==================== pipe_stage_skid
### M3 wires, pipe_stage_skid

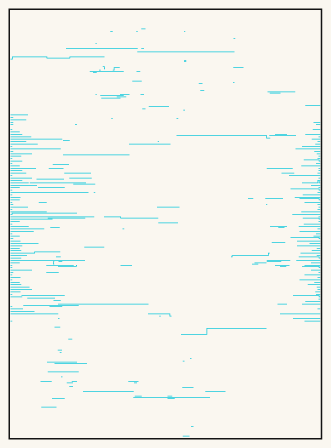

## config.mk

```make
export PLATFORM = sky130hd
export DESIGN_NAME = pipe_stage_skid
export DESIGN_NICKNAME = d
export VERILOG_FILES = /design/src/rtl/pipe_stage_skid.sv
export SDC_FILE = /design/constraint.sdc
export NUM_CORES = 1
export LEC_CHECK = 0
export ABC_AREA = 1
export CAP_MARGIN = 20
export CORE_ASPECT_RATIO = 1.4
export CORE_MARGIN = 5
export CORE_UTILIZATION = 35
export CTS_CLUSTER_SIZE = 14
export DETAILED_ROUTE_END_ITERATION = 7
export PLACE_DENSITY = 0.73
export SLEW_MARGIN = 20
export SYNTH_ARGS = -nofsm -noshare
export SYNTH_HDL_FRONTEND = slang
export SYNTH_SLANG_ARGS = --single-unit
```

## constraint.sdc

```tcl
create_clock -name clk_i -period 10.66 [get_ports clk_i]
set_input_delay 2.665 -clock clk_i [delete_from_list [all_inputs] [get_ports clk_i]]
set_output_delay 2.665 -clock clk_i [all_outputs]
set_load 0.03 [all_outputs]
```

## src/rtl/pipe_stage_skid.sv

```systemverilog
// pipe_stage_skid: parametrised pipeline stage register with a 2-entry skid
// buffer. The main entry M drives the outputs and the skid entry S absorbs one
// overflow beat, so in_ready_o can be a flop. stall_i holds the head entry,
// flush_i squashes everything, and a saturating counter tracks stalled cycles.
module pipe_stage_skid #(
  parameter int DATA_W    = 32,
  parameter int NUM_LANES = 4,
  parameter int CTRL_W    = 8,
  parameter int CNT_W     = 16
) (
  input  logic                        clk_i,
  input  logic                        rst_i,
  input  logic                        in_valid_i,
  output logic                        in_ready_o,
  input  logic [NUM_LANES*DATA_W-1:0] in_data_i,
  input  logic [CTRL_W-1:0]           in_ctrl_i,
  input  logic                        stall_i,
  input  logic                        flush_i,
  output logic                        out_valid_o,
  input  logic                        out_ready_i,
  output logic [NUM_LANES*DATA_W-1:0] out_data_o,
  output logic [CTRL_W-1:0]           out_ctrl_o,
  output logic [1:0]                  occupancy_o,
  output logic [CNT_W-1:0]            stall_cnt_o
);

  localparam int PAY_W = NUM_LANES * DATA_W;

  // Encoding equals the number of held entries, so occupancy_o is the state.
  typedef enum logic [1:0] {
    ST_EMPTY = 2'd0,
    ST_ONE   = 2'd1,
    ST_FULL  = 2'd2
  } state_e;

  state_e             state_q, state_d;
  logic [PAY_W-1:0]   m_data_q, m_data_d;
  logic [CTRL_W-1:0]  m_ctrl_q, m_ctrl_d;
  logic [PAY_W-1:0]   s_data_q, s_data_d;
  logic [CTRL_W-1:0]  s_ctrl_q, s_ctrl_d;
  logic               in_ready_q, in_ready_d;
  logic [CNT_W-1:0]   stall_cnt_q, stall_cnt_d;

  logic               out_valid_s;
  logic               acc_s;
  logic               pop_s;

  // Handshake qualifiers derived from the registered state.
  always_comb begin
    out_valid_s = (state_q != ST_EMPTY);
    acc_s       = in_valid_i & in_ready_q;
    pop_s       = out_valid_s & out_ready_i & ~stall_i;
  end

  // State and storage registers; reset drops every entry immediately.
  always_ff @(posedge clk_i or posedge rst_i) begin
    if (rst_i) begin
      state_q     <= ST_EMPTY;
      m_data_q    <= '0;
      m_ctrl_q    <= '0;
      s_data_q    <= '0;
      s_ctrl_q    <= '0;
      in_ready_q  <= 1'b0;
      stall_cnt_q <= '0;
    end else begin
      state_q     <= state_d;
      m_data_q    <= m_data_d;
      m_ctrl_q    <= m_ctrl_d;
      s_data_q    <= s_data_d;
      s_ctrl_q    <= s_ctrl_d;
      in_ready_q  <= in_ready_d;
      stall_cnt_q <= stall_cnt_d;
    end
  end

  // Next-state and datapath load selection; flush overrides every other event.
  always_comb begin
    state_d  = state_q;
    m_data_d = m_data_q;
    m_ctrl_d = m_ctrl_q;
    s_data_d = s_data_q;
    s_ctrl_d = s_ctrl_q;
    if (flush_i) begin
      state_d = ST_EMPTY;
    end else begin
      case (state_q)
        ST_EMPTY: begin
          if (acc_s) begin
            state_d  = ST_ONE;
            m_data_d = in_data_i;
            m_ctrl_d = in_ctrl_i;
          end else begin
            state_d = ST_EMPTY;
          end
        end
        ST_ONE: begin
          if (acc_s && pop_s) begin
            state_d  = ST_ONE;
            m_data_d = in_data_i;
            m_ctrl_d = in_ctrl_i;
          end else if (acc_s) begin
            state_d  = ST_FULL;
            s_data_d = in_data_i;
            s_ctrl_d = in_ctrl_i;
          end else if (pop_s) begin
            state_d = ST_EMPTY;
          end else begin
            state_d = ST_ONE;
          end
        end
        ST_FULL: begin
          // in_ready_q is low here, so no accept can coincide with this state.
          if (pop_s) begin
            state_d  = ST_ONE;
            m_data_d = s_data_q;
            m_ctrl_d = s_ctrl_q;
          end else begin
            state_d = ST_FULL;
          end
        end
        default: begin
          state_d = ST_EMPTY;
        end
      endcase
    end
  end

  // Registered ready looks at the next state so it never over-accepts.
  always_comb begin
    if (state_d == ST_FULL) begin
      in_ready_d = 1'b0;
    end else begin
      in_ready_d = 1'b1;
    end
  end

  // Saturating count of cycles where a valid head entry is held by stall_i.
  always_comb begin
    if (out_valid_s && stall_i && (stall_cnt_q != {CNT_W{1'b1}})) begin
      stall_cnt_d = stall_cnt_q + CNT_W'(1);
    end else begin
      stall_cnt_d = stall_cnt_q;
    end
  end

  // Output decode; control is gated to zero on bubbles so no write enable leaks.
  always_comb begin
    out_valid_o = out_valid_s;
    in_ready_o  = in_ready_q;
    out_data_o  = m_data_q;
    occupancy_o = state_q;
    stall_cnt_o = stall_cnt_q;
    if (out_valid_s) begin
      out_ctrl_o = m_ctrl_q;
    end else begin
      out_ctrl_o = '0;
    end
  end

endmodule

```

==================== dsm_tune_ctrl_flat
`config.mk`:
```
export PLATFORM = sky130hd
export DESIGN_NAME = dsm_tune_ctrl_flat
export DESIGN_NICKNAME = d
export VERILOG_FILES = /design/src/rtl/dsm_pkg.sv /design/src/rtl/dsm_tune_ctrl_if.sv /design/src/rtl/dsm_ramp_gen.sv /design/src/rtl/dsm_tune_ctrl.sv /design/src/flat_wrapper.sv
export SDC_FILE = /design/constraint.sdc
export NUM_CORES = 1
export LEC_CHECK = 0
export ABC_CLOCK_PERIOD_IN_PS = 5450
export CAP_MARGIN = 5
export CORE_MARGIN = 2
export CORE_UTILIZATION = 46
export CTS_BUF_LIST = sky130_fd_sc_hd__clkbuf_4 sky130_fd_sc_hd__clkbuf_8 sky130_fd_sc_hd__clkbuf_16
export DETAILED_ROUTE_END_ITERATION = 7
export GPL_TIMING_DRIVEN = 0
export PLACE_DENSITY = 0.64
export SLEW_MARGIN = 40
export SYNTH_ARGS = -nofsm -noshare
export SYNTH_HDL_FRONTEND = slang
export SYNTH_HIERARCHICAL = 1
export SYNTH_SLANG_ARGS = --single-unit
```
`constraint.sdc`:
```
create_clock -name clk -period 5.45 [get_ports clk]
set_input_delay 1.09 -clock clk [delete_from_list [all_inputs] [get_ports clk]]
set_output_delay 1.09 -clock clk [all_outputs]
set_load 0.05 [all_outputs]
```
`src/rtl/dsm_pkg.sv`:
```
// Shared widths, legal integer range, FSM states and the combined tune word
// used by the DSM retune sequencer.
package dsm_pkg;

   localparam int DSM_ACC_W = 16;
   localparam int DSM_INT_W = 4;

   localparam int DSM_INT_MIN = 3;
   localparam int DSM_INT_MAX = 11;

   typedef enum logic [1:0] {
      RST_HOLD = 2'd0,
      IDLE     = 2'd1,
      RAMP     = 2'd2,
      SETTLE   = 2'd3
   } state_t;

   typedef logic [DSM_INT_W+DSM_ACC_W-1:0] tune_word_t;

endpackage

```
`src/rtl/dsm_tune_ctrl_if.sv`:
```
// Tuning-request handshake between a requester (master) and the retune
// sequencer (slave).
interface dsm_tune_ctrl_if
   import dsm_pkg::*;
#(
   parameter int INT_W = DSM_INT_W,
   parameter int ACC_W = DSM_ACC_W
) ();

   logic             cfg_valid;
   logic             cfg_ready;
   logic [INT_W-1:0] cfg_int;
   logic [ACC_W-1:0] cfg_frac;

   modport master (
      output cfg_valid,
      output cfg_int,
      output cfg_frac,
      input  cfg_ready
   );

   modport slave (
      input  cfg_valid,
      input  cfg_int,
      input  cfg_frac,
      output cfg_ready
   );

endinterface

```
`src/rtl/dsm_ramp_gen.sv`:
```
// Linear slew of the combined {int,frac} word towards a latched target,
// one STEP every DIV cycles while start is high.
module dsm_ramp_gen
   import dsm_pkg::*;
#(
   parameter int          ACC_W    = DSM_ACC_W,
   parameter int          INT_W    = DSM_INT_W,
   parameter int          INIT_INT = 3,
   parameter int unsigned STEP     = 32'h0100,
   parameter int          DIV      = 4
) (
   input  logic                   clk,
   input  logic                   rst,
   input  logic                   load,
   input  logic                   start,
   input  logic [INT_W+ACC_W-1:0] tgt_in,
   output logic [INT_W+ACC_W-1:0] cur,
   output logic                   at_tgt
);

   localparam int W = INT_W + ACC_W;
   localparam logic [W-1:0] STEP_N   = W'(STEP);
   localparam logic [W:0]   STEP_W   = {1'b0, STEP_N};
   localparam logic [W-1:0] INIT_CUR = {INT_W'(INIT_INT), ACC_W'(0)};

   logic [W-1:0] tgt;
   logic [W-1:0] cur_next;
   logic [W:0]   diff;
   logic [W:0]   mag;
   logic         up;
   logic         close;
   logic         step_now;
   logic [7:0]   div;

   // W+1-bit difference: the top bit is the sign, so tgt<cur never wraps.
   assign diff     = {1'b0, tgt} - {1'b0, cur};
   assign up       = ~diff[W];
   assign mag      = up ? diff : (~diff + 1'b1);
   assign close    = (mag <= STEP_W);
   assign step_now = start && (div == 8'(DIV - 1));
   assign at_tgt   = step_now && close;

   always_comb begin
      cur_next = cur;
      if (close) begin
         cur_next = tgt;
      end else if (up) begin
         cur_next = cur + STEP_N;
      end else begin
         cur_next = cur - STEP_N;
      end
   end

   always_ff @(posedge clk or posedge rst) begin
      if (rst) begin
         tgt <= INIT_CUR;
         cur <= INIT_CUR;
         div <= '0;
      end else if (load) begin
         tgt <= tgt_in;
         div <= '0;
      end else if (start) begin
         if (step_now) begin
            div <= '0;
            cur <= cur_next;
         end else begin
            div <= div + 8'd1;
         end
      end
   end

endmodule

```
`src/rtl/dsm_tune_ctrl.sv`:
```
// Retune sequencer for the MASH 1-1-1 DSM core: accepts range-checked tuning
// words, slews the core inputs to them, and sequences the core reset.
module dsm_tune_ctrl
   import dsm_pkg::*;
#(
   parameter int          ACC_W      = DSM_ACC_W,
   parameter int          INT_W      = DSM_INT_W,
   parameter int          INIT_INT   = 3,
   parameter int unsigned STEP       = 32'h0100,
   parameter int          DIV        = 4,
   parameter int          SETTLE_CYC = 3,
   parameter int          RST_CYC    = 4
) (
   input  logic             clk,
   input  logic             rst,
   dsm_tune_ctrl_if.slave   cfg,
   output logic [INT_W-1:0] dsm_in_i,
   output logic [ACC_W-1:0] dsm_in_f,
   output logic             dsm_rst_n,
   output logic             busy,
   output logic             done,
   output logic             err
);

   localparam int W = INT_W + ACC_W;

   state_t       state;
   state_t       state_nx;
   logic [7:0]   cnt;
   logic [7:0]   cnt_nx;
   logic         done_nx;
   logic         err_nx;
   logic         load;
   logic         start;
   logic         at_tgt;
   logic         accept;
   logic         in_range;
   logic [W-1:0] req;
   logic [W-1:0] cur;

   assign req      = {cfg.cfg_int, cfg.cfg_frac};
   assign accept   = cfg.cfg_valid && (state == IDLE);
   assign in_range = (int'(cfg.cfg_int) >= DSM_INT_MIN) && (int'(cfg.cfg_int) <= DSM_INT_MAX);
   assign start    = (state == RAMP);

   dsm_ramp_gen #(
      .ACC_W    (ACC_W),
      .INT_W    (INT_W),
      .INIT_INT (INIT_INT),
      .STEP     (STEP),
      .DIV      (DIV)
   ) u_ramp (
      .clk    (clk),
      .rst    (rst),
      .load   (load),
      .start  (start),
      .tgt_in (req),
      .cur    (cur),
      .at_tgt (at_tgt)
   );

   // at_tgt fires on the edge of the final update, so SETTLE starts counting
   // the same cycle the last value reaches the core.
   always_comb begin
      state_nx = state;
      cnt_nx   = cnt;
      done_nx  = 1'b0;
      err_nx   = 1'b0;
      load     = 1'b0;
      case (state)
         RST_HOLD: begin
            if (cnt == 8'(RST_CYC - 1)) begin
               state_nx = IDLE;
               cnt_nx   = '0;
            end else begin
               cnt_nx = cnt + 8'd1;
            end
         end
         IDLE: begin
            if (accept) begin
               if (!in_range) begin
                  err_nx = 1'b1;
               end else begin
                  load     = 1'b1;
                  cnt_nx   = '0;
                  state_nx = (req == cur) ? SETTLE : RAMP;
               end
            end
         end
         RAMP: begin
            cnt_nx = '0;
            if (at_tgt) begin
               state_nx = SETTLE;
            end
         end
         SETTLE: begin
            if (cnt == 8'(SETTLE_CYC - 1)) begin
               state_nx = IDLE;
               cnt_nx   = '0;
               done_nx  = 1'b1;
            end else begin
               cnt_nx = cnt + 8'd1;
            end
         end
         default: begin
            state_nx = RST_HOLD;
            cnt_nx   = '0;
         end
      endcase
   end

   always_ff @(posedge clk or posedge rst) begin
      if (rst) begin
         state <= RST_HOLD;
         cnt   <= '0;
         done  <= 1'b0;
         err   <= 1'b0;
      end else begin
         state <= state_nx;
         cnt   <= cnt_nx;
         done  <= done_nx;
         err   <= err_nx;
      end
   end

   assign {dsm_in_i, dsm_in_f} = cur;
   assign dsm_rst_n            = (state != RST_HOLD);
   assign busy                 = (state != IDLE);
   assign cfg.cfg_ready        = (state == IDLE);

endmodule
```
`src/flat_wrapper.sv`:
```
// flat-port wrapper written by rule: the top's interface ports become plain ports
module dsm_tune_ctrl_flat import dsm_pkg::*;
#(
   parameter int          ACC_W      = DSM_ACC_W,
   parameter int          INT_W      = DSM_INT_W,
   parameter int          INIT_INT   = 3,
   parameter int unsigned STEP       = 32'h0100,
   parameter int          DIV        = 4,
   parameter int          SETTLE_CYC = 3,
   parameter int          RST_CYC    = 4
)
  (clk, rst, dsm_in_i, dsm_in_f, dsm_rst_n, busy, done, err, cfg_cfg_valid, cfg_cfg_int, cfg_cfg_frac, cfg_cfg_ready);
  dsm_tune_ctrl_if #(.INT_W(INT_W), .ACC_W(ACC_W)) cfg_i ();
  input  logic clk;
  input  logic rst;
  output logic [INT_W-1:0] dsm_in_i;
  output logic [ACC_W-1:0] dsm_in_f;
  output logic dsm_rst_n;
  output logic busy;
  output logic done;
  output logic err;
  input wire logic [$bits(cfg_i.cfg_valid)-1:0] cfg_cfg_valid;
  input wire logic [$bits(cfg_i.cfg_int)-1:0] cfg_cfg_int;
  input wire logic [$bits(cfg_i.cfg_frac)-1:0] cfg_cfg_frac;
  output wire logic [$bits(cfg_i.cfg_ready)-1:0] cfg_cfg_ready;
  assign cfg_i.cfg_valid = cfg_cfg_valid;
  assign cfg_i.cfg_int = cfg_cfg_int;
  assign cfg_i.cfg_frac = cfg_cfg_frac;
  assign cfg_cfg_ready = cfg_i.cfg_ready;
  dsm_tune_ctrl #(.ACC_W(ACC_W), .INT_W(INT_W), .INIT_INT(INIT_INT), .STEP(STEP), .DIV(DIV), .SETTLE_CYC(SETTLE_CYC), .RST_CYC(RST_CYC)) u_core (.clk(clk), .rst(rst), .cfg(cfg_i), .dsm_in_i(dsm_in_i), .dsm_in_f(dsm_in_f), .dsm_rst_n(dsm_rst_n), .busy(busy), .done(done), .err(err));
endmodule
```
==================== flash_byte_bridge
[config.mk]
export PLATFORM = sky130hd
export DESIGN_NAME = flash_byte_bridge
export DESIGN_NICKNAME = d
export VERILOG_FILES = /design/src/rtl/flash_byte_bridge_pkg.sv /design/src/rtl/flash_byte_bridge_word_buffer.sv /design/src/rtl/flash_byte_bridge.sv
export SDC_FILE = /design/constraint.sdc
export NUM_CORES = 1
export LEC_CHECK = 0
export CAP_MARGIN = 20
export CORE_ASPECT_RATIO = 0.8
export CORE_MARGIN = 4
export CORE_UTILIZATION = 57
export DETAILED_ROUTE_END_ITERATION = 10
export GPL_TIMING_DRIVEN = 0
export PLACE_DENSITY = 0.85
export SETUP_SLACK_MARGIN = 0.1
export SYNTH_ARGS = -nofsm -noshare
export SYNTH_HDL_FRONTEND = slang
export SYNTH_SLANG_ARGS = --single-unit
[constraint.sdc]
create_clock -name clk -period 9 [get_ports clk]
set_input_delay 1.8 -clock clk [delete_from_list [all_inputs] [get_ports clk]]
set_output_delay 1.8 -clock clk [all_outputs]
set_load 0.005 [all_outputs]
[src/rtl/flash_byte_bridge_pkg.sv]
`default_nettype none
// +------------------------------------------------------------------------+
// | Module : flash_byte_bridge_pkg                                         |
// | Desc   : Shared state encodings, size codes and byte helpers for the   |
// |          bus-to-byte-flash bridge.                                     |
// | Rev    : 1.0                                                           |
// +------------------------------------------------------------------------+
package flash_byte_bridge_pkg;

  // ST_HIT only becomes reachable when the word buffer is built in.
  typedef enum logic [2:0] {
    ST_IDLE = 3'd0,
    ST_WAIT = 3'd1,
    ST_GAP  = 3'd2,
    ST_ERR  = 3'd3,
    ST_HIT  = 3'd4
  } state_e;

  localparam logic [2:0] SZ_BYTE = 3'd1;
  localparam logic [2:0] SZ_HALF = 3'd2;
  localparam logic [2:0] SZ_WORD = 3'd4;
  localparam logic [2:0] FLASH_XFER_BYTE = 3'd1;

  function automatic logic size_ok(input logic [2:0] sz);
    return (sz == SZ_BYTE) || (sz == SZ_HALF) || (sz == SZ_WORD);
  endfunction

  // True when the access stays inside one 4-byte-aligned word.
  function automatic logic fits_word(input logic [1:0] off, input logic [2:0] sz);
    return (({1'b0, off} + sz) <= 3'd4);
  endfunction

  // Pull the requested bytes out of an aligned word, zero-extended.
  function automatic logic [31:0] extract_bytes(input logic [31:0] word,
                                                input logic [1:0]  off,
                                                input logic [2:0]  sz);
    logic [31:0] shifted;
    logic [31:0] mask;
    shifted = word >> {off, 3'b000};
    case (sz)
      SZ_BYTE: mask = 32'h0000_00FF;
      SZ_HALF: mask = 32'h0000_FFFF;
      default: mask = 32'hFFFF_FFFF;
    endcase
    return shifted & mask;
  endfunction

endpackage
`default_nettype wire

[src/rtl/flash_byte_bridge_word_buffer.sv]
`default_nettype none
// +------------------------------------------------------------------------+
// | Module : flash_word_buffer                                             |
// | Desc   : Single-entry aligned-word read buffer with hit detection and  |
// |          byte extraction. Used only when FLASH_WORD_BUFFER_EN is set.  |
// | Rev    : 1.0                                                           |
// +------------------------------------------------------------------------+
module flash_word_buffer
  import flash_byte_bridge_pkg::*;
#(
  parameter int XLEN = 32
) (
  input  logic            clk,
  input  logic            rst,
  input  logic            inval_i,
  input  logic            fill_i,
  input  logic [XLEN-3:0] fill_tag_i,
  input  logic [31:0]     fill_data_i,
  input  logic [XLEN-1:0] lookup_addr_i,
  input  logic [2:0]      lookup_size_i,
  output logic            hit_o,
  output logic [31:0]     hit_data_o
);

  logic            valid_q;
  logic [XLEN-3:0] tag_q;
  logic [31:0]     data_q;

  // Invalidation wins over a same-cycle fill.
  always_ff @(posedge clk) begin
    if (!rst) begin
      valid_q <= 1'b0;
      tag_q   <= '0;
      data_q  <= '0;
    end else if (inval_i) begin
      valid_q <= 1'b0;
    end else if (fill_i) begin
      valid_q <= 1'b1;
      tag_q   <= fill_tag_i;
      data_q  <= fill_data_i;
    end
  end

  assign hit_o = valid_q && (tag_q == lookup_addr_i[XLEN-1:2]) &&
                 size_ok(lookup_size_i) &&
                 fits_word(lookup_addr_i[1:0], lookup_size_i);
  assign hit_data_o = extract_bytes(data_q, lookup_addr_i[1:0], lookup_size_i);

endmodule
`default_nettype wire

[src/rtl/flash_byte_bridge.sv]
`default_nettype none
// +------------------------------------------------------------------------+
// | Module : flash_byte_bridge                                             |
// | Desc   : Splits a 1/2/4-byte bus request into sequential single-byte   |
// |          flash handshakes, assembles reads little-endian, and reports  |
// |          bad sizes or unresponsive flash as an error response.         |
// |          Optional macro FLASH_WORD_BUFFER_EN adds a one-word read      |
// |          buffer.                                                       |
// | Rev    : 1.0                                                           |
// +------------------------------------------------------------------------+
module flash_byte_bridge
  import flash_byte_bridge_pkg::*;
#(
  parameter int XLEN         = 32,
  parameter int WAIT_TIMEOUT = 255
) (
  input  logic            clk,
  input  logic            rst,
  input  logic            req_valid,
  output logic            req_ready,
  input  logic            req_write,
  input  logic [XLEN-1:0] req_addr,
  input  logic [2:0]      req_size,
  input  logic [XLEN-1:0] req_wdata,
  output logic            resp_valid,
  output logic [XLEN-1:0] resp_rdata,
  output logic            resp_err,
  output logic [XLEN-1:0] digital_flash_addr,
  output logic            digital_flash_read_en,
  output logic            digital_flash_write_en,
  output logic [2:0]      digital_flash_byte_size,
  output logic [7:0]      digital_flash_wdata,
  input  logic [7:0]      digital_flash_data,
  input  logic            digital_flash_ready
);

  localparam logic [15:0] TMO_LAST = 16'(WAIT_TIMEOUT - 1);

  state_e          state_q;
  logic [1:0]      k_q;
  logic [15:0]     tmo_q;
  logic [XLEN-1:0] addr_q;
  logic [2:0]      nbytes_q;
  logic            write_q;
  logic [31:0]     wdata_q;
  logic [31:0]     asm_q;

  logic            req_ready_q, resp_valid_q, resp_err_q;
  logic [XLEN-1:0] resp_rdata_q, fl_addr_q;
  logic            rd_en_q, wr_en_q;
  logic [2:0]      bsize_q;
  logic [7:0]      fl_wdata_q;

  logic [XLEN-1:0] start_addr_d, next_addr_d;
  logic [2:0]      start_nbytes_d, k_plus1_d;
  logic [1:0]      next_k_d;
  logic            more_d;
  logic [31:0]     rdata_final_d;

`ifdef FLASH_WORD_BUFFER_EN
  logic        fill_q;
  logic [1:0]  off_q;
  logic [2:0]  rsize_q;
  logic        fill_d, buf_inval_d, buf_fill_d, buf_hit;
  logic [31:0] buf_hit_data;

  flash_word_buffer #(.XLEN(XLEN)) u_buf (
    .clk          (clk),
    .rst          (rst),
    .inval_i      (buf_inval_d),
    .fill_i       (buf_fill_d),
    .fill_tag_i   (addr_q[XLEN-1:2]),
    .fill_data_i  (asm_q),
    .lookup_addr_i(req_addr),
    .lookup_size_i(req_size),
    .hit_o        (buf_hit),
    .hit_data_o   (buf_hit_data)
  );
`endif

  // Start address/length of the flash burst and next-byte bookkeeping.
  always_comb begin
    start_addr_d   = req_addr;
    start_nbytes_d = req_size;
    k_plus1_d      = {1'b0, k_q} + 3'd1;
    next_k_d       = k_q + 2'd1;
    next_addr_d    = addr_q + XLEN'(next_k_d);
    more_d         = (k_plus1_d < nbytes_q);
    rdata_final_d  = asm_q;
`ifdef FLASH_WORD_BUFFER_EN
    // Reads that fit one aligned word fetch the whole word to fill the buffer.
    fill_d = !req_write && fits_word(req_addr[1:0], req_size);
    if (fill_d) begin
      start_addr_d   = {req_addr[XLEN-1:2], 2'b00};
      start_nbytes_d = SZ_WORD;
    end
    if (fill_q) rdata_final_d = extract_bytes(asm_q, off_q, rsize_q);
    buf_inval_d = ((state_q == ST_IDLE) && req_valid && req_write) ||
                  ((state_q == ST_WAIT) && !digital_flash_ready && (tmo_q == TMO_LAST));
    buf_fill_d  = (state_q == ST_GAP) && !more_d && fill_q;
`endif
  end

  // Main control FSM; every output is a register.
  always_ff @(posedge clk) begin
    if (!rst) begin
      state_q      <= ST_IDLE;
      k_q          <= '0;
      tmo_q        <= '0;
      addr_q       <= '0;
      nbytes_q     <= '0;
      write_q      <= 1'b0;
      wdata_q      <= '0;
      asm_q        <= '0;
      req_ready_q  <= 1'b1;
      resp_valid_q <= 1'b0;
      resp_err_q   <= 1'b0;
      resp_rdata_q <= '0;
      fl_addr_q    <= '0;
      rd_en_q      <= 1'b0;
      wr_en_q      <= 1'b0;
      bsize_q      <= '0;
      fl_wdata_q   <= '0;
`ifdef FLASH_WORD_BUFFER_EN
      fill_q       <= 1'b0;
      off_q        <= '0;
      rsize_q      <= '0;
`endif
    end else begin
      resp_valid_q <= 1'b0;
      resp_err_q   <= 1'b0;
      case (state_q)
        ST_IDLE: begin
          if (req_valid) begin
            req_ready_q <= 1'b0;
            write_q     <= req_write;
            wdata_q     <= req_wdata[31:0];
            k_q         <= '0;
            tmo_q       <= '0;
            asm_q       <= '0;
`ifdef FLASH_WORD_BUFFER_EN
            fill_q      <= fill_d;
            off_q       <= req_addr[1:0];
            rsize_q     <= req_size;
`endif
            if (!size_ok(req_size)) begin
              state_q <= ST_ERR;
`ifdef FLASH_WORD_BUFFER_EN
            end else if (!req_write && buf_hit) begin
              asm_q   <= buf_hit_data;
              state_q <= ST_HIT;
`endif
            end else begin
              addr_q     <= start_addr_d;
              nbytes_q   <= start_nbytes_d;
              fl_addr_q  <= start_addr_d;
              fl_wdata_q <= req_wdata[7:0];
              bsize_q    <= FLASH_XFER_BYTE;
              rd_en_q    <= !req_write;
              wr_en_q    <= req_write;
              state_q    <= ST_WAIT;
            end
          end
        end
        ST_WAIT: begin
          if (digital_flash_ready) begin
            if (!write_q) asm_q[{k_q, 3'b000} +: 8] <= digital_flash_data;
            rd_en_q <= 1'b0;
            wr_en_q <= 1'b0;
            bsize_q <= '0;
            state_q <= ST_GAP;
          end else if (tmo_q == TMO_LAST) begin
            rd_en_q      <= 1'b0;
            wr_en_q      <= 1'b0;
            bsize_q      <= '0;
            resp_valid_q <= 1'b1;
            resp_err_q   <= 1'b1;
            resp_rdata_q <= '0;
            req_ready_q  <= 1'b1;
            state_q      <= ST_IDLE;
          end else begin
            tmo_q <= tmo_q + 16'd1;
          end
        end
        ST_GAP: begin
          // Timeout budget is per byte.
          tmo_q <= '0;
          if (more_d) begin
            k_q        <= next_k_d;
            fl_addr_q  <= next_addr_d;
            fl_wdata_q <= wdata_q[{next_k_d, 3'b000} +: 8];
            bsize_q    <= FLASH_XFER_BYTE;
            rd_en_q    <= !write_q;
            wr_en_q    <= write_q;
            state_q    <= ST_WAIT;
          end else begin
            resp_valid_q <= 1'b1;
            resp_rdata_q <= write_q ? '0 : XLEN'(rdata_final_d);
            req_ready_q  <= 1'b1;
            state_q      <= ST_IDLE;
          end
        end
        ST_ERR: begin
          resp_valid_q <= 1'b1;
          resp_err_q   <= 1'b1;
          resp_rdata_q <= '0;
          req_ready_q  <= 1'b1;
          state_q      <= ST_IDLE;
        end
        ST_HIT: begin
          resp_valid_q <= 1'b1;
          resp_rdata_q <= XLEN'(asm_q);
          req_ready_q  <= 1'b1;
          state_q      <= ST_IDLE;
        end
        default: begin
          req_ready_q <= 1'b1;
          state_q     <= ST_IDLE;
        end
      endcase
    end
  end

  assign req_ready               = req_ready_q;
  assign resp_valid              = resp_valid_q;
  assign resp_err                = resp_err_q;
  assign resp_rdata              = resp_rdata_q;
  assign digital_flash_addr      = fl_addr_q;
  assign digital_flash_read_en   = rd_en_q;
  assign digital_flash_write_en  = wr_en_q;
  assign digital_flash_byte_size = bsize_q;
  assign digital_flash_wdata     = fl_wdata_q;

endmodule
`default_nettype wire

==================== calc_entry_ctrl
--- src/rtl/calc_entry_ctrl.sv ---
// Keypad entry controller: assembles two BCD operands and an operator, handshakes with the ALU.
// Optional macro CALC_CHAIN_EN lets an operator key in S_RES chain the result into a new operation.
module calc_entry_ctrl #(
    parameter int DIGITS = 6,
    parameter int CNT_W  = 4
) (
    input  logic                  CLK_1K,
    input  logic                  RST,
    input  logic [3:0]            key_value,
    input  logic                  flag,
    input  logic [4*DIGITS-1:0]   alu_result,
    input  logic                  alu_done,
    input  logic                  alu_err,
    output logic [4*DIGITS-1:0]   num_reg1,
    output logic [4*DIGITS-1:0]   num_reg2,
    output logic [3:0]            opcode,
    output logic                  alu_start,
    output logic [4*DIGITS-1:0]   num_out,
    output logic                  err,
    output logic                  digit_ovf,
    output logic [2:0]            state
);

    localparam int W = 4 * DIGITS;
    localparam logic [CNT_W-1:0] FULL = CNT_W'(DIGITS);

    typedef enum logic [2:0] {
        S_OP1  = 3'd0,
        S_OPC  = 3'd1,
        S_OP2  = 3'd2,
        S_WAIT = 3'd3,
        S_RES  = 3'd4,
        S_ERR  = 3'd5
    } state_t;

    state_t           r_state, w_state_nxt;
    logic [W-1:0]     r_reg1, r_reg2, w_reg1_nxt, w_reg2_nxt;
    logic [3:0]       r_op, w_op_nxt;
    logic [CNT_W-1:0] r_cnt1, r_cnt2, w_cnt1_nxt, w_cnt2_nxt;
    logic             r_start, w_start_nxt;
    logic             r_ovf, w_ovf_nxt;

    logic w_is_dig, w_is_op, w_is_eq, w_is_clr;

    // Shift one BCD digit into the low nibble; works down to DIGITS=1.
    function automatic logic [W-1:0] f_append(input logic [W-1:0] v, input logic [3:0] d);
        logic [W+3:0] t;
        t = {v, d};
        return t[W-1:0];
    endfunction

    // A leading zero is stored but does not consume a digit slot.
    function automatic logic [CNT_W-1:0] f_cnt_adv(input logic [CNT_W-1:0] c, input logic [3:0] d);
        if (c == '0 && d == 4'd0)
            return c;
        return c + CNT_W'(1);
    endfunction

    assign w_is_dig = flag && (key_value <= 4'd9);
    assign w_is_op  = flag && (key_value >= 4'hA) && (key_value <= 4'hD);
    assign w_is_eq  = flag && (key_value == 4'hE);
    assign w_is_clr = flag && (key_value == 4'hF);

    always_comb begin
        w_state_nxt = r_state;
        w_reg1_nxt  = r_reg1;
        w_reg2_nxt  = r_reg2;
        w_op_nxt    = r_op;
        w_cnt1_nxt  = r_cnt1;
        w_cnt2_nxt  = r_cnt2;
        w_start_nxt = 1'b0;
        w_ovf_nxt   = 1'b0;

        if (w_is_clr) begin
            // Clear overrides everything, including a simultaneous alu_done.
            w_reg1_nxt  = '0;
            w_reg2_nxt  = '0;
            w_op_nxt    = 4'd0;
            w_cnt1_nxt  = '0;
            w_cnt2_nxt  = '0;
            w_state_nxt = S_OP1;
        end else begin
            case (r_state)
                S_OP1: begin
                    if (w_is_dig) begin
                        if (r_cnt1 == FULL) begin
                            w_ovf_nxt = 1'b1;
                        end else begin
                            w_reg1_nxt = f_append(r_reg1, key_value);
                            w_cnt1_nxt = f_cnt_adv(r_cnt1, key_value);
                        end
                    end else if (w_is_op) begin
                        w_op_nxt    = key_value;
                        w_state_nxt = S_OPC;
                    end
                end
                S_OPC: begin
                    if (w_is_op) begin
                        w_op_nxt = key_value;
                    end else if (w_is_dig) begin
                        w_reg2_nxt  = W'(key_value);
                        w_cnt2_nxt  = CNT_W'(key_value != 4'd0);
                        w_state_nxt = S_OP2;
                    end
                end
                S_OP2: begin
                    if (w_is_dig) begin
                        if (r_cnt2 == FULL) begin
                            w_ovf_nxt = 1'b1;
                        end else begin
                            w_reg2_nxt = f_append(r_reg2, key_value);
                            w_cnt2_nxt = f_cnt_adv(r_cnt2, key_value);
                        end
                    end else if (w_is_eq) begin
                        w_start_nxt = 1'b1;
                        w_state_nxt = S_WAIT;
                    end
                end
                S_WAIT: begin
                    if (alu_done) begin
                        if (alu_err) begin
                            w_state_nxt = S_ERR;
                        end else begin
                            // Result becomes a full first operand: further digits restart entry.
                            w_reg1_nxt  = alu_result;
                            w_reg2_nxt  = '0;
                            w_cnt1_nxt  = FULL;
                            w_state_nxt = S_RES;
                        end
                    end
                end
                S_RES: begin
                    if (w_is_dig) begin
                        w_reg1_nxt  = W'(key_value);
                        w_cnt1_nxt  = CNT_W'(key_value != 4'd0);
                        w_reg2_nxt  = '0;
                        w_op_nxt    = 4'd0;
                        w_state_nxt = S_OP1;
                    end
`ifdef CALC_CHAIN_EN
                    else if (w_is_op) begin
                        w_op_nxt    = key_value;
                        w_state_nxt = S_OPC;
                    end
`endif
                end
                S_ERR: begin
                    w_state_nxt = S_ERR;
                end
                default: begin
                    w_state_nxt = S_OP1;
                end
            endcase
        end
    end

    always_ff @(posedge CLK_1K or posedge RST) begin
        if (RST) begin
            r_state <= S_OP1;
            r_reg1  <= '0;
            r_reg2  <= '0;
            r_op    <= 4'd0;
            r_cnt1  <= '0;
            r_cnt2  <= '0;
            r_start <= 1'b0;
            r_ovf   <= 1'b0;
        end else begin
            r_state <= w_state_nxt;
            r_reg1  <= w_reg1_nxt;
            r_reg2  <= w_reg2_nxt;
            r_op    <= w_op_nxt;
            r_cnt1  <= w_cnt1_nxt;
            r_cnt2  <= w_cnt2_nxt;
            r_start <= w_start_nxt;
            r_ovf   <= w_ovf_nxt;
        end
    end

    assign num_reg1  = r_reg1;
    assign num_reg2  = r_reg2;
    assign opcode    = r_op;
    assign alu_start = r_start;
    assign digit_ovf = r_ovf;
    assign state     = r_state;
    assign err       = (r_state == S_ERR);
    assign num_out   = (r_state == S_OP2) ? r_reg2 :
                       (r_state == S_ERR) ? '0     : r_reg1;

endmodule
--- config.mk ---
export PLATFORM = sky130hd
export DESIGN_NAME = calc_entry_ctrl
export DESIGN_NICKNAME = d
export VERILOG_FILES = /design/src/rtl/calc_entry_ctrl.sv
export SDC_FILE = /design/constraint.sdc
export NUM_CORES = 1
export LEC_CHECK = 0
export CORE_UTILIZATION = 43
export DETAILED_ROUTE_END_ITERATION = 8
export GPL_TIMING_DRIVEN = 0
export PLACE_DENSITY_LB_ADDON = 0.05
export SKIP_LAST_GASP = 1
export SYNTH_ARGS = -nofsm -noshare
export SYNTH_HDL_FRONTEND = slang
export SYNTH_SLANG_ARGS = --single-unit
--- constraint.sdc ---
create_clock -name CLK_1K -period 2 [get_ports CLK_1K]
set_clock_uncertainty 0.2 [all_clocks]
set_input_delay 0.3 -clock CLK_1K [delete_from_list [all_inputs] [get_ports CLK_1K]]
set_output_delay 0.3 -clock CLK_1K [all_outputs]
set_load 0.05 [all_outputs]

==> notes/layouts.md <==
Pictures saved along the way, in no particular order.

M2 wires.
shot_01.png
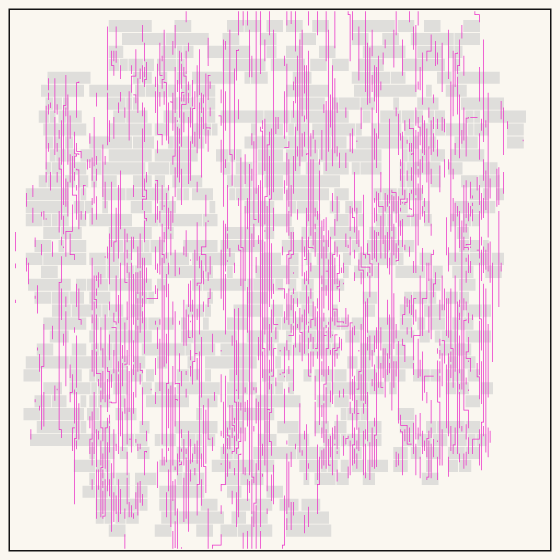
shot_02.png
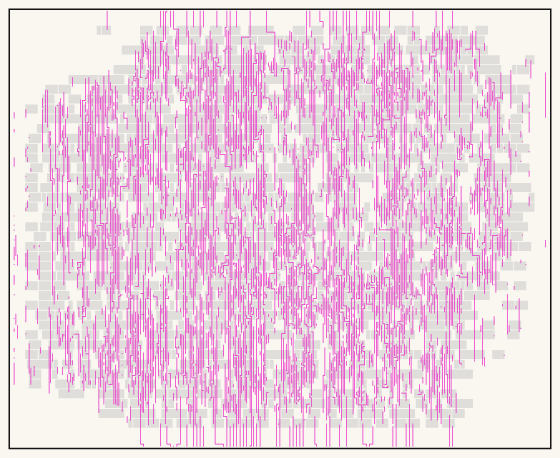
shot_03.png
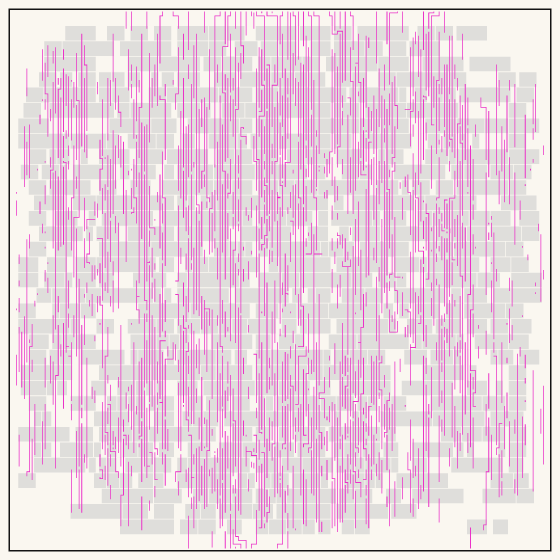
shot_04.png
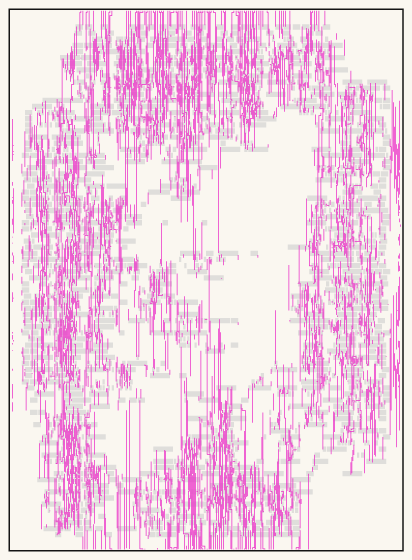
- calc_entry_ctrl = shot_03.png
- dsm_tune_ctrl_flat = shot_01.png
- flash_byte_bridge = shot_02.png
- pipe_stage_skid = shot_04.png

### Met4 routing, flash_byte_bridge

The bar under the picture is 50 µm long. Supply wires on this layer in grey.
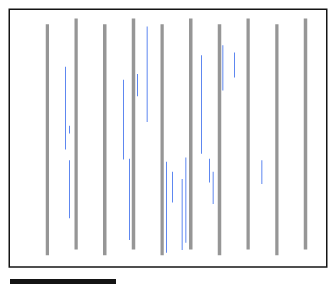
share of all routed wire: 1.6%
longest straight run: 46.2 µm
main direction: vertical
Vias: 9222
final WL: 28.0 mm

==> impl_metrics.toml, flash_byte_bridge <==
# synthesis and place-and-route metrics
[layout]
postLayoutCoreUtil_pct = 73.2
fillers = 1209
layout.cells.most_common = "dfxtp_1"
comb_share_pct = 41.2
largest_class = "combinational gates"
finalInstanceArea_um2 = 11500
comb_cells = 802
syn2layout_area_growth_pct = 26.2
nClkBuffers = 22

[power]
powerDensity_nw_per_um2 = 243
ir_worst_vdd_v = 0.000164

[synthesis]
simple_gate_area_share_pct = 22.6
synth_seq_share_pct = 43.4
ys_cells = 1102
synth-xor-area-share_pct = 2.48

[die]
fp_util_pct = 58.0
nWellTaps = 215

[sta]
relSlewSlack_pct = 42.8
finClkSkew_ns = 0.00934
finalSetupViolCount = 0

[clocking]
cts-resized-gates = 0
insertion_delay_ns = 0.44

[drt]
routed.top_layer = "met5"

[global_routing]
grtUsageMet1_pct = 44.3

[critical_path]
reg2reg_to = "resp_rdata[6]"

[run_status]
status = "completed"

[placed_design]
dp.cells = 1474
flash_byte_bridge: power by group:
part           total, µW  leakage (µW)  switching [µW]  internal, µW
logic                994       0.00194             626           368
registers           1070       0.00161            86.6           985
clock network        742      0.000276             344           399
flash_byte_bridge: cells in the mapped netlist, types with 6 or more instances:
library cell  instances  share of area [%]
mux4_2                8                2.0
nand2b_1             23                1.6
a211o_1               7               0.67
nand2_1             173                7.1
and4_1                7               0.67
buf_2                20                1.1
dfxtp_1             198                 43
mux2i_1              16                1.8
nand3_1              52                2.8
o211ai_1             11               0.90
buf_1                11               0.45
nor2_1               59                2.4
nor3_1               19                1.0
ha_1                 14                1.9
o21ai_0              44                2.4
xor2_1               12                1.2
o31ai_1               8               0.66
inv_1                21               0.86
and3_1                6               0.41
o21ai_1               8               0.44
xnor2_1              12                1.2
or3_1                 7               0.48
clkbuf_1             47                1.9
a22oi_1              21                1.7
nor2b_1               7               0.48
a211oi_1             17                1.4
nand4_1              50                3.4
a21oi_1             149                8.2
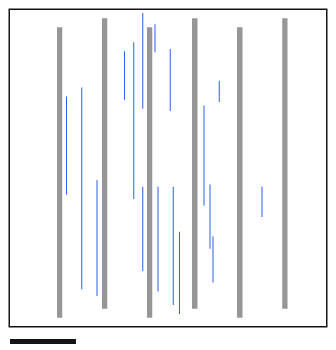
*Met4 routing, calc_entry_ctrl*
The bar under the picture is 20 µm long. Supply wires on this layer in grey.
longest straight run: 60.5 µm
share of all routed wire: 2.9%
final WL: 14.7 mm
Vias: 4244

==> impl_metrics.toml, calc_entry_ctrl <==
# synthesis and place-and-route metrics
[synthesis]
top_area_cell = "dfrtp_1"
synth_cell_types = 55
fp_nets = 474
numSynthFlops = 65
synthTopCellsByCount = "111 x nand2_1, 65 x dfrtp_1, 28 x o21ai_1"
aoi_share_pct = 21.4
yosysMostFrequentCell = "nand2_1"

[die]
fp_util_pct = 45.0

[sta]
finalSetupViolCount = 75
worst_slack_ns = -0.445
hold_violations = 0

[global_routing]
grt_pass1_vias = 3997

[critical_path]
reg2reg_from = "state[1]"
cp_max_fo = 7

[run_status]
violations = "setup timing"
status = "finished, violations left"

[layout]
diodes = 0
syn2layout_area_growth_pct = 76.0
comb_cells = 324

[hold_path]
worstHoldPathCells = 3
holdPathEnd = "num_reg2[1]"

[power]
p_seq_uw = 2260
p_int_uw = 5420

[placed_design]
place_ws_ns = -0.881
place_area_um2 = 5540

[drt]
met2_length_mm = 7.39
-- calc_entry_ctrl: worst max-delay path by stage --
| stage | start | endpoint | slack [ns] | cells past startpoint |
|---|---|---|---|---|
| after floorplan | state[2] | num_out[17] | -0.24 | 8 |
| after global placement | state[2] | num_out[2] | -0.88 | 9 |
| after detailed placement | key_value[3] | num_reg2[16] | -0.88 | 7 |
| after CTS | state[2] | num_out[11] | -0.42 | 10 |
| after global routing | state[0] | num_out[23] | -0.48 | 8 |
| final | state[0] | num_out[23] | -0.45 | 8 |
-- calc_entry_ctrl: sequential cells by signal (all words and copies together), names as in the netlist --
name,count
num_reg2,24
num_reg1,24
state,3
r_cnt1,4
digit_ovf,1
r_cnt2,4
opcode,4
alu_start,1
-- calc_entry_ctrl: worst max-delay path, stage by stage, from the launching register on --
cell      delay, ns
dfrtp_2        0.47
nand2b_4       0.19
nor2_4         0.17
buf_6          0.13
nor2_4         0.04
buf_12         0.13
buf_6          0.11
a22o_4         0.21
buf_8          0.14
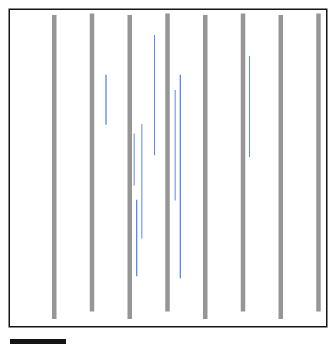
*Met4 routing, dsm_tune_ctrl_flat*
The bar under the picture is 20 µm long. Supply wires on this layer in grey.
nets with wire on the layer: 7
main direction: vertical

### Metal 1, dsm_tune_ctrl_flat

The bar under the picture is 20 µm long. Supply wires on this layer in grey.
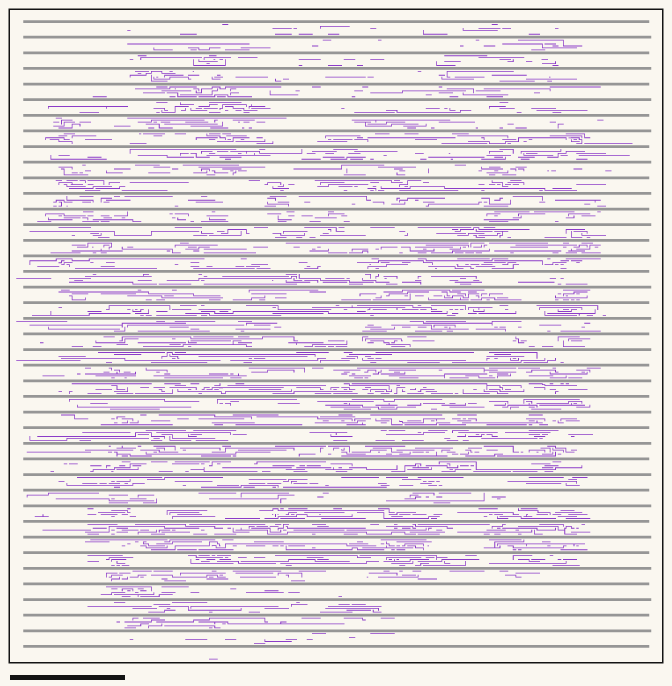
wire length on this layer: 6640 µm
share of all routed wire: 45%
nets with wire on the layer: 700
longest straight run: 31.7 µm
main direction: horizontal
met1 Use GR: 31.5%
final WL: 14.9 mm
Vias: 5067

==> impl_metrics.toml, dsm_tune_ctrl_flat <==
# synthesis and place-and-route metrics
[power]
p_leak_uw = 0.00279
p_int_uw = 892

[sta]
period_used_pct = 93.5
slew_violations = 0
whs_ns = 0.520
fmax_mhz = 196

[critical_path]
slowest_stage = "dfrtp_1"
crit_path_max_incr_delay_ns = 0.41
crit_family = "AND-OR/OR-AND gates"
path_class = "reg2reg"

[synthesis]
synthCells = 619
simple_gate_area_share_pct = 19.9
aoi_share_pct = 25.1
yosys_warnings = 6
ys_cells = 619
synth-xor-area-share_pct = 6.51

[layout]
syn2layout_area_growth_pct = 19.4
nets = 745
comb_share_pct = 57.3
postLayoutCoreUtil_pct = 55.6
flops = 60
comb_area_um2 = 3780
comb_cells = 494

[clocking]
root_buffer = "clkbuf_16"
cts_hold_buf = 0

[run_status]
status = "completed"

[global_routing]
grt.total_usage_pct = 23.7
==> dsm_tune_ctrl_flat: path summary, 6_finish.rpt <==
path,start,to,slack (ns),depth (start not counted)
max,u_core/u_ramp/cur[0],u_core/u_ramp/cur[18],0.35,20
min,u_core/u_ramp/div[6],u_core/u_ramp/div[6],0.52,1
max reg2reg,u_core/u_ramp/cur[0],u_core/u_ramp/cur[18],0.35,20
min reg2reg,u_core/u_ramp/div[6],u_core/u_ramp/div[6],0.52,1
max in group asynchronous,rst,u_core/u_ramp/tgt[17],3.87,3
min in group asynchronous,rst,u_core/u_ramp/cur[4],1.07,2
==> dsm_tune_ctrl_flat: placed cells by master, fill, tap and decap left out, drive strengths merged, types with 22 or more instances in the layout <==
master,synthesis,final
xor2,27,27
o21ai,49,49
inv,42,41
clkbuf,12,23
nand2,30,30
mux2,27,27
dfrtp,56,56
clkdlybuf4s50,0,47
a21oi,24,24
nor2,39,39
o211ai,22,22
ha,39,39
==> dsm_tune_ctrl_flat: per-layer routing <==
| metal | vias to the layer above | part of all wire [%] |
|---|---|---|
| li1 | 2457 | - |
| met1 | 2478 | 45 |
| met2 | 113 | 48 |
| met3 | 19 | 5.1 |
| met4 | 0 | 2.0 |
| met5 | - | 0 |
### Routing congestion map, pipe_stage_skid

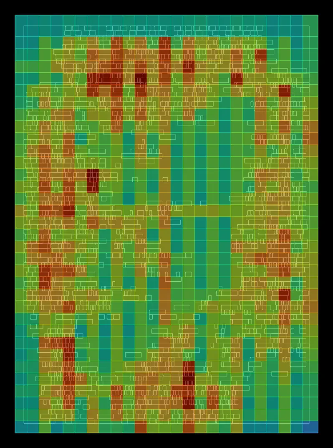
wire per inst: 15.9 µm
final core occ: 46.5%
met1 Use GR: 21.6%
GR Layer Usage met3: 3.60%

### Metal 1, pipe_stage_skid

The bar under the picture is 50 µm long. Supply wires on this layer in grey.
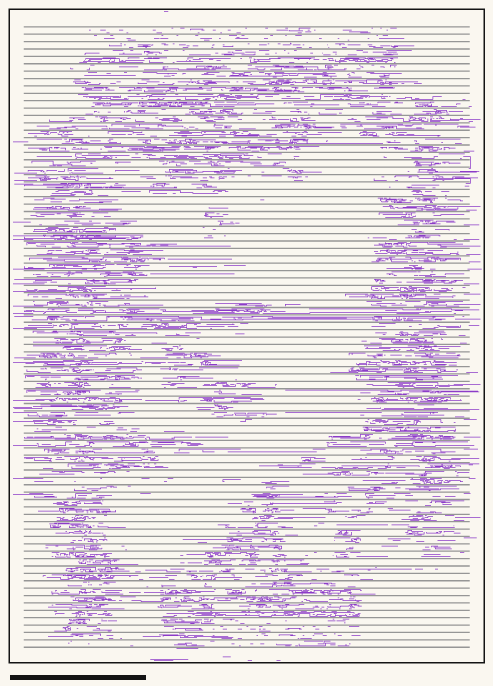
main direction: horizontal
longest straight run: 47.4 µm
wire length on this layer: 15200 µm
Vias: 11400
final WL: 37.0 mm

## Picture notes: 'M3 wires' of pipe_stage_skid
nets with wire on the layer: 221
longest straight run: 54.3 µm

==> impl_metrics.toml, pipe_stage_skid <==
# synthesis and place-and-route metrics
[run_status]
status = "completed"

[synthesis]
aoi_share_pct = 12.2
netlist_area_um2 = 13200
simple_gate_area_share_pct = 21.0

[global_routing]
grt_pass1_vias = 11500
grt_max_degree = 175
grt_overflow = 0

[layout]
comb_share_pct = 29.2
stdcell_count = 2325
nClkBuffers = 41
flops = 291

[critical_path]
cp_max_fo = 83
reg2reg_from = "in_ready_o"
reg2reg_to = "out_data_o[49]"
crit_path_max_incr_delay_ns = 0.83
end_kind = "flip-flop"

[die]
die_h_um = 240
fp_util_pct = 35.3
ios = 298

[power]
ir_worst_vdd_v = 0.000111
pipe_stage_skid: synthesized netlist by cell type (all sizes together):
master,instances,area (µm²)
nand2,515,1930
dfrtp,291,7280
o21ai,231,1170
nor2,115,455
inv,111,417
a21oi,87,435
nand3,70,350
buf,54,274
clkbuf,51,191
mux2,51,574
xor2,8,70.1
nand4,4,25.0
ha,3,37.5
nand3b,1,7.51
o22ai,1,6.26
or2,1,8.76
pipe_stage_skid: cells by family (layout without fill, tap and decap cells):
| logic type | after synthesis | in the layout |
|---|---|---|
| AND-OR/OR-AND | 319 | 319 |
| flip-flops | 291 | 291 |
| buffers and inverters | 216 | 474 |
| XOR/XNOR | 8 | 8 |
| AND/OR/NAND/NOR | 706 | 706 |
| multiplexers | 51 | 51 |
| adder cells (fa/ha/maj) | 3 | 3 |
pipe_stage_skid: worst min-delay path by stage:
stage                             start             to  slack (ns)
after global routing       s_data_q[85]   s_data_q[85]        0.49
after floorplan           s_data_q[100]  s_data_q[100]        0.44
after detailed placement   s_data_q[87]   s_data_q[87]        0.45
final                     s_data_q[122]  s_data_q[122]        0.47
after global placement     s_data_q[82]   s_data_q[82]        0.45
after CTS                  s_data_q[87]   s_data_q[87]        0.47


==> gallery <==
M3 wires.
image #1
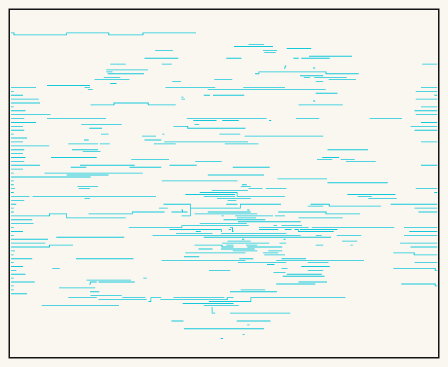
image #2
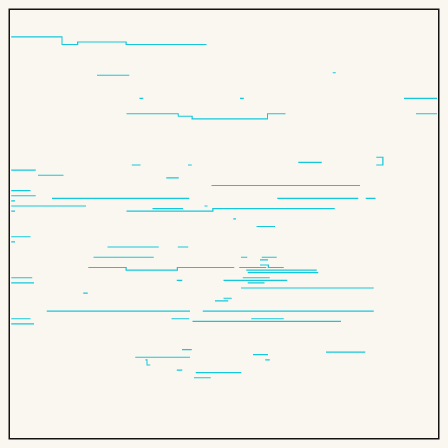
image #3
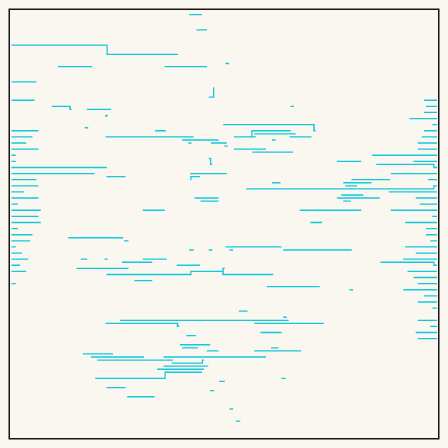
For flash_byte_bridge, see image #1.
For dsm_tune_ctrl_flat, see image #2.
For calc_entry_ctrl, see image #3.

Key to image #1:
longest straight run: 51.5 µm
main direction: horizontal
wire length on this layer: 2940 µm

No activity file was given, so power comes from the tool's default toggle rates.
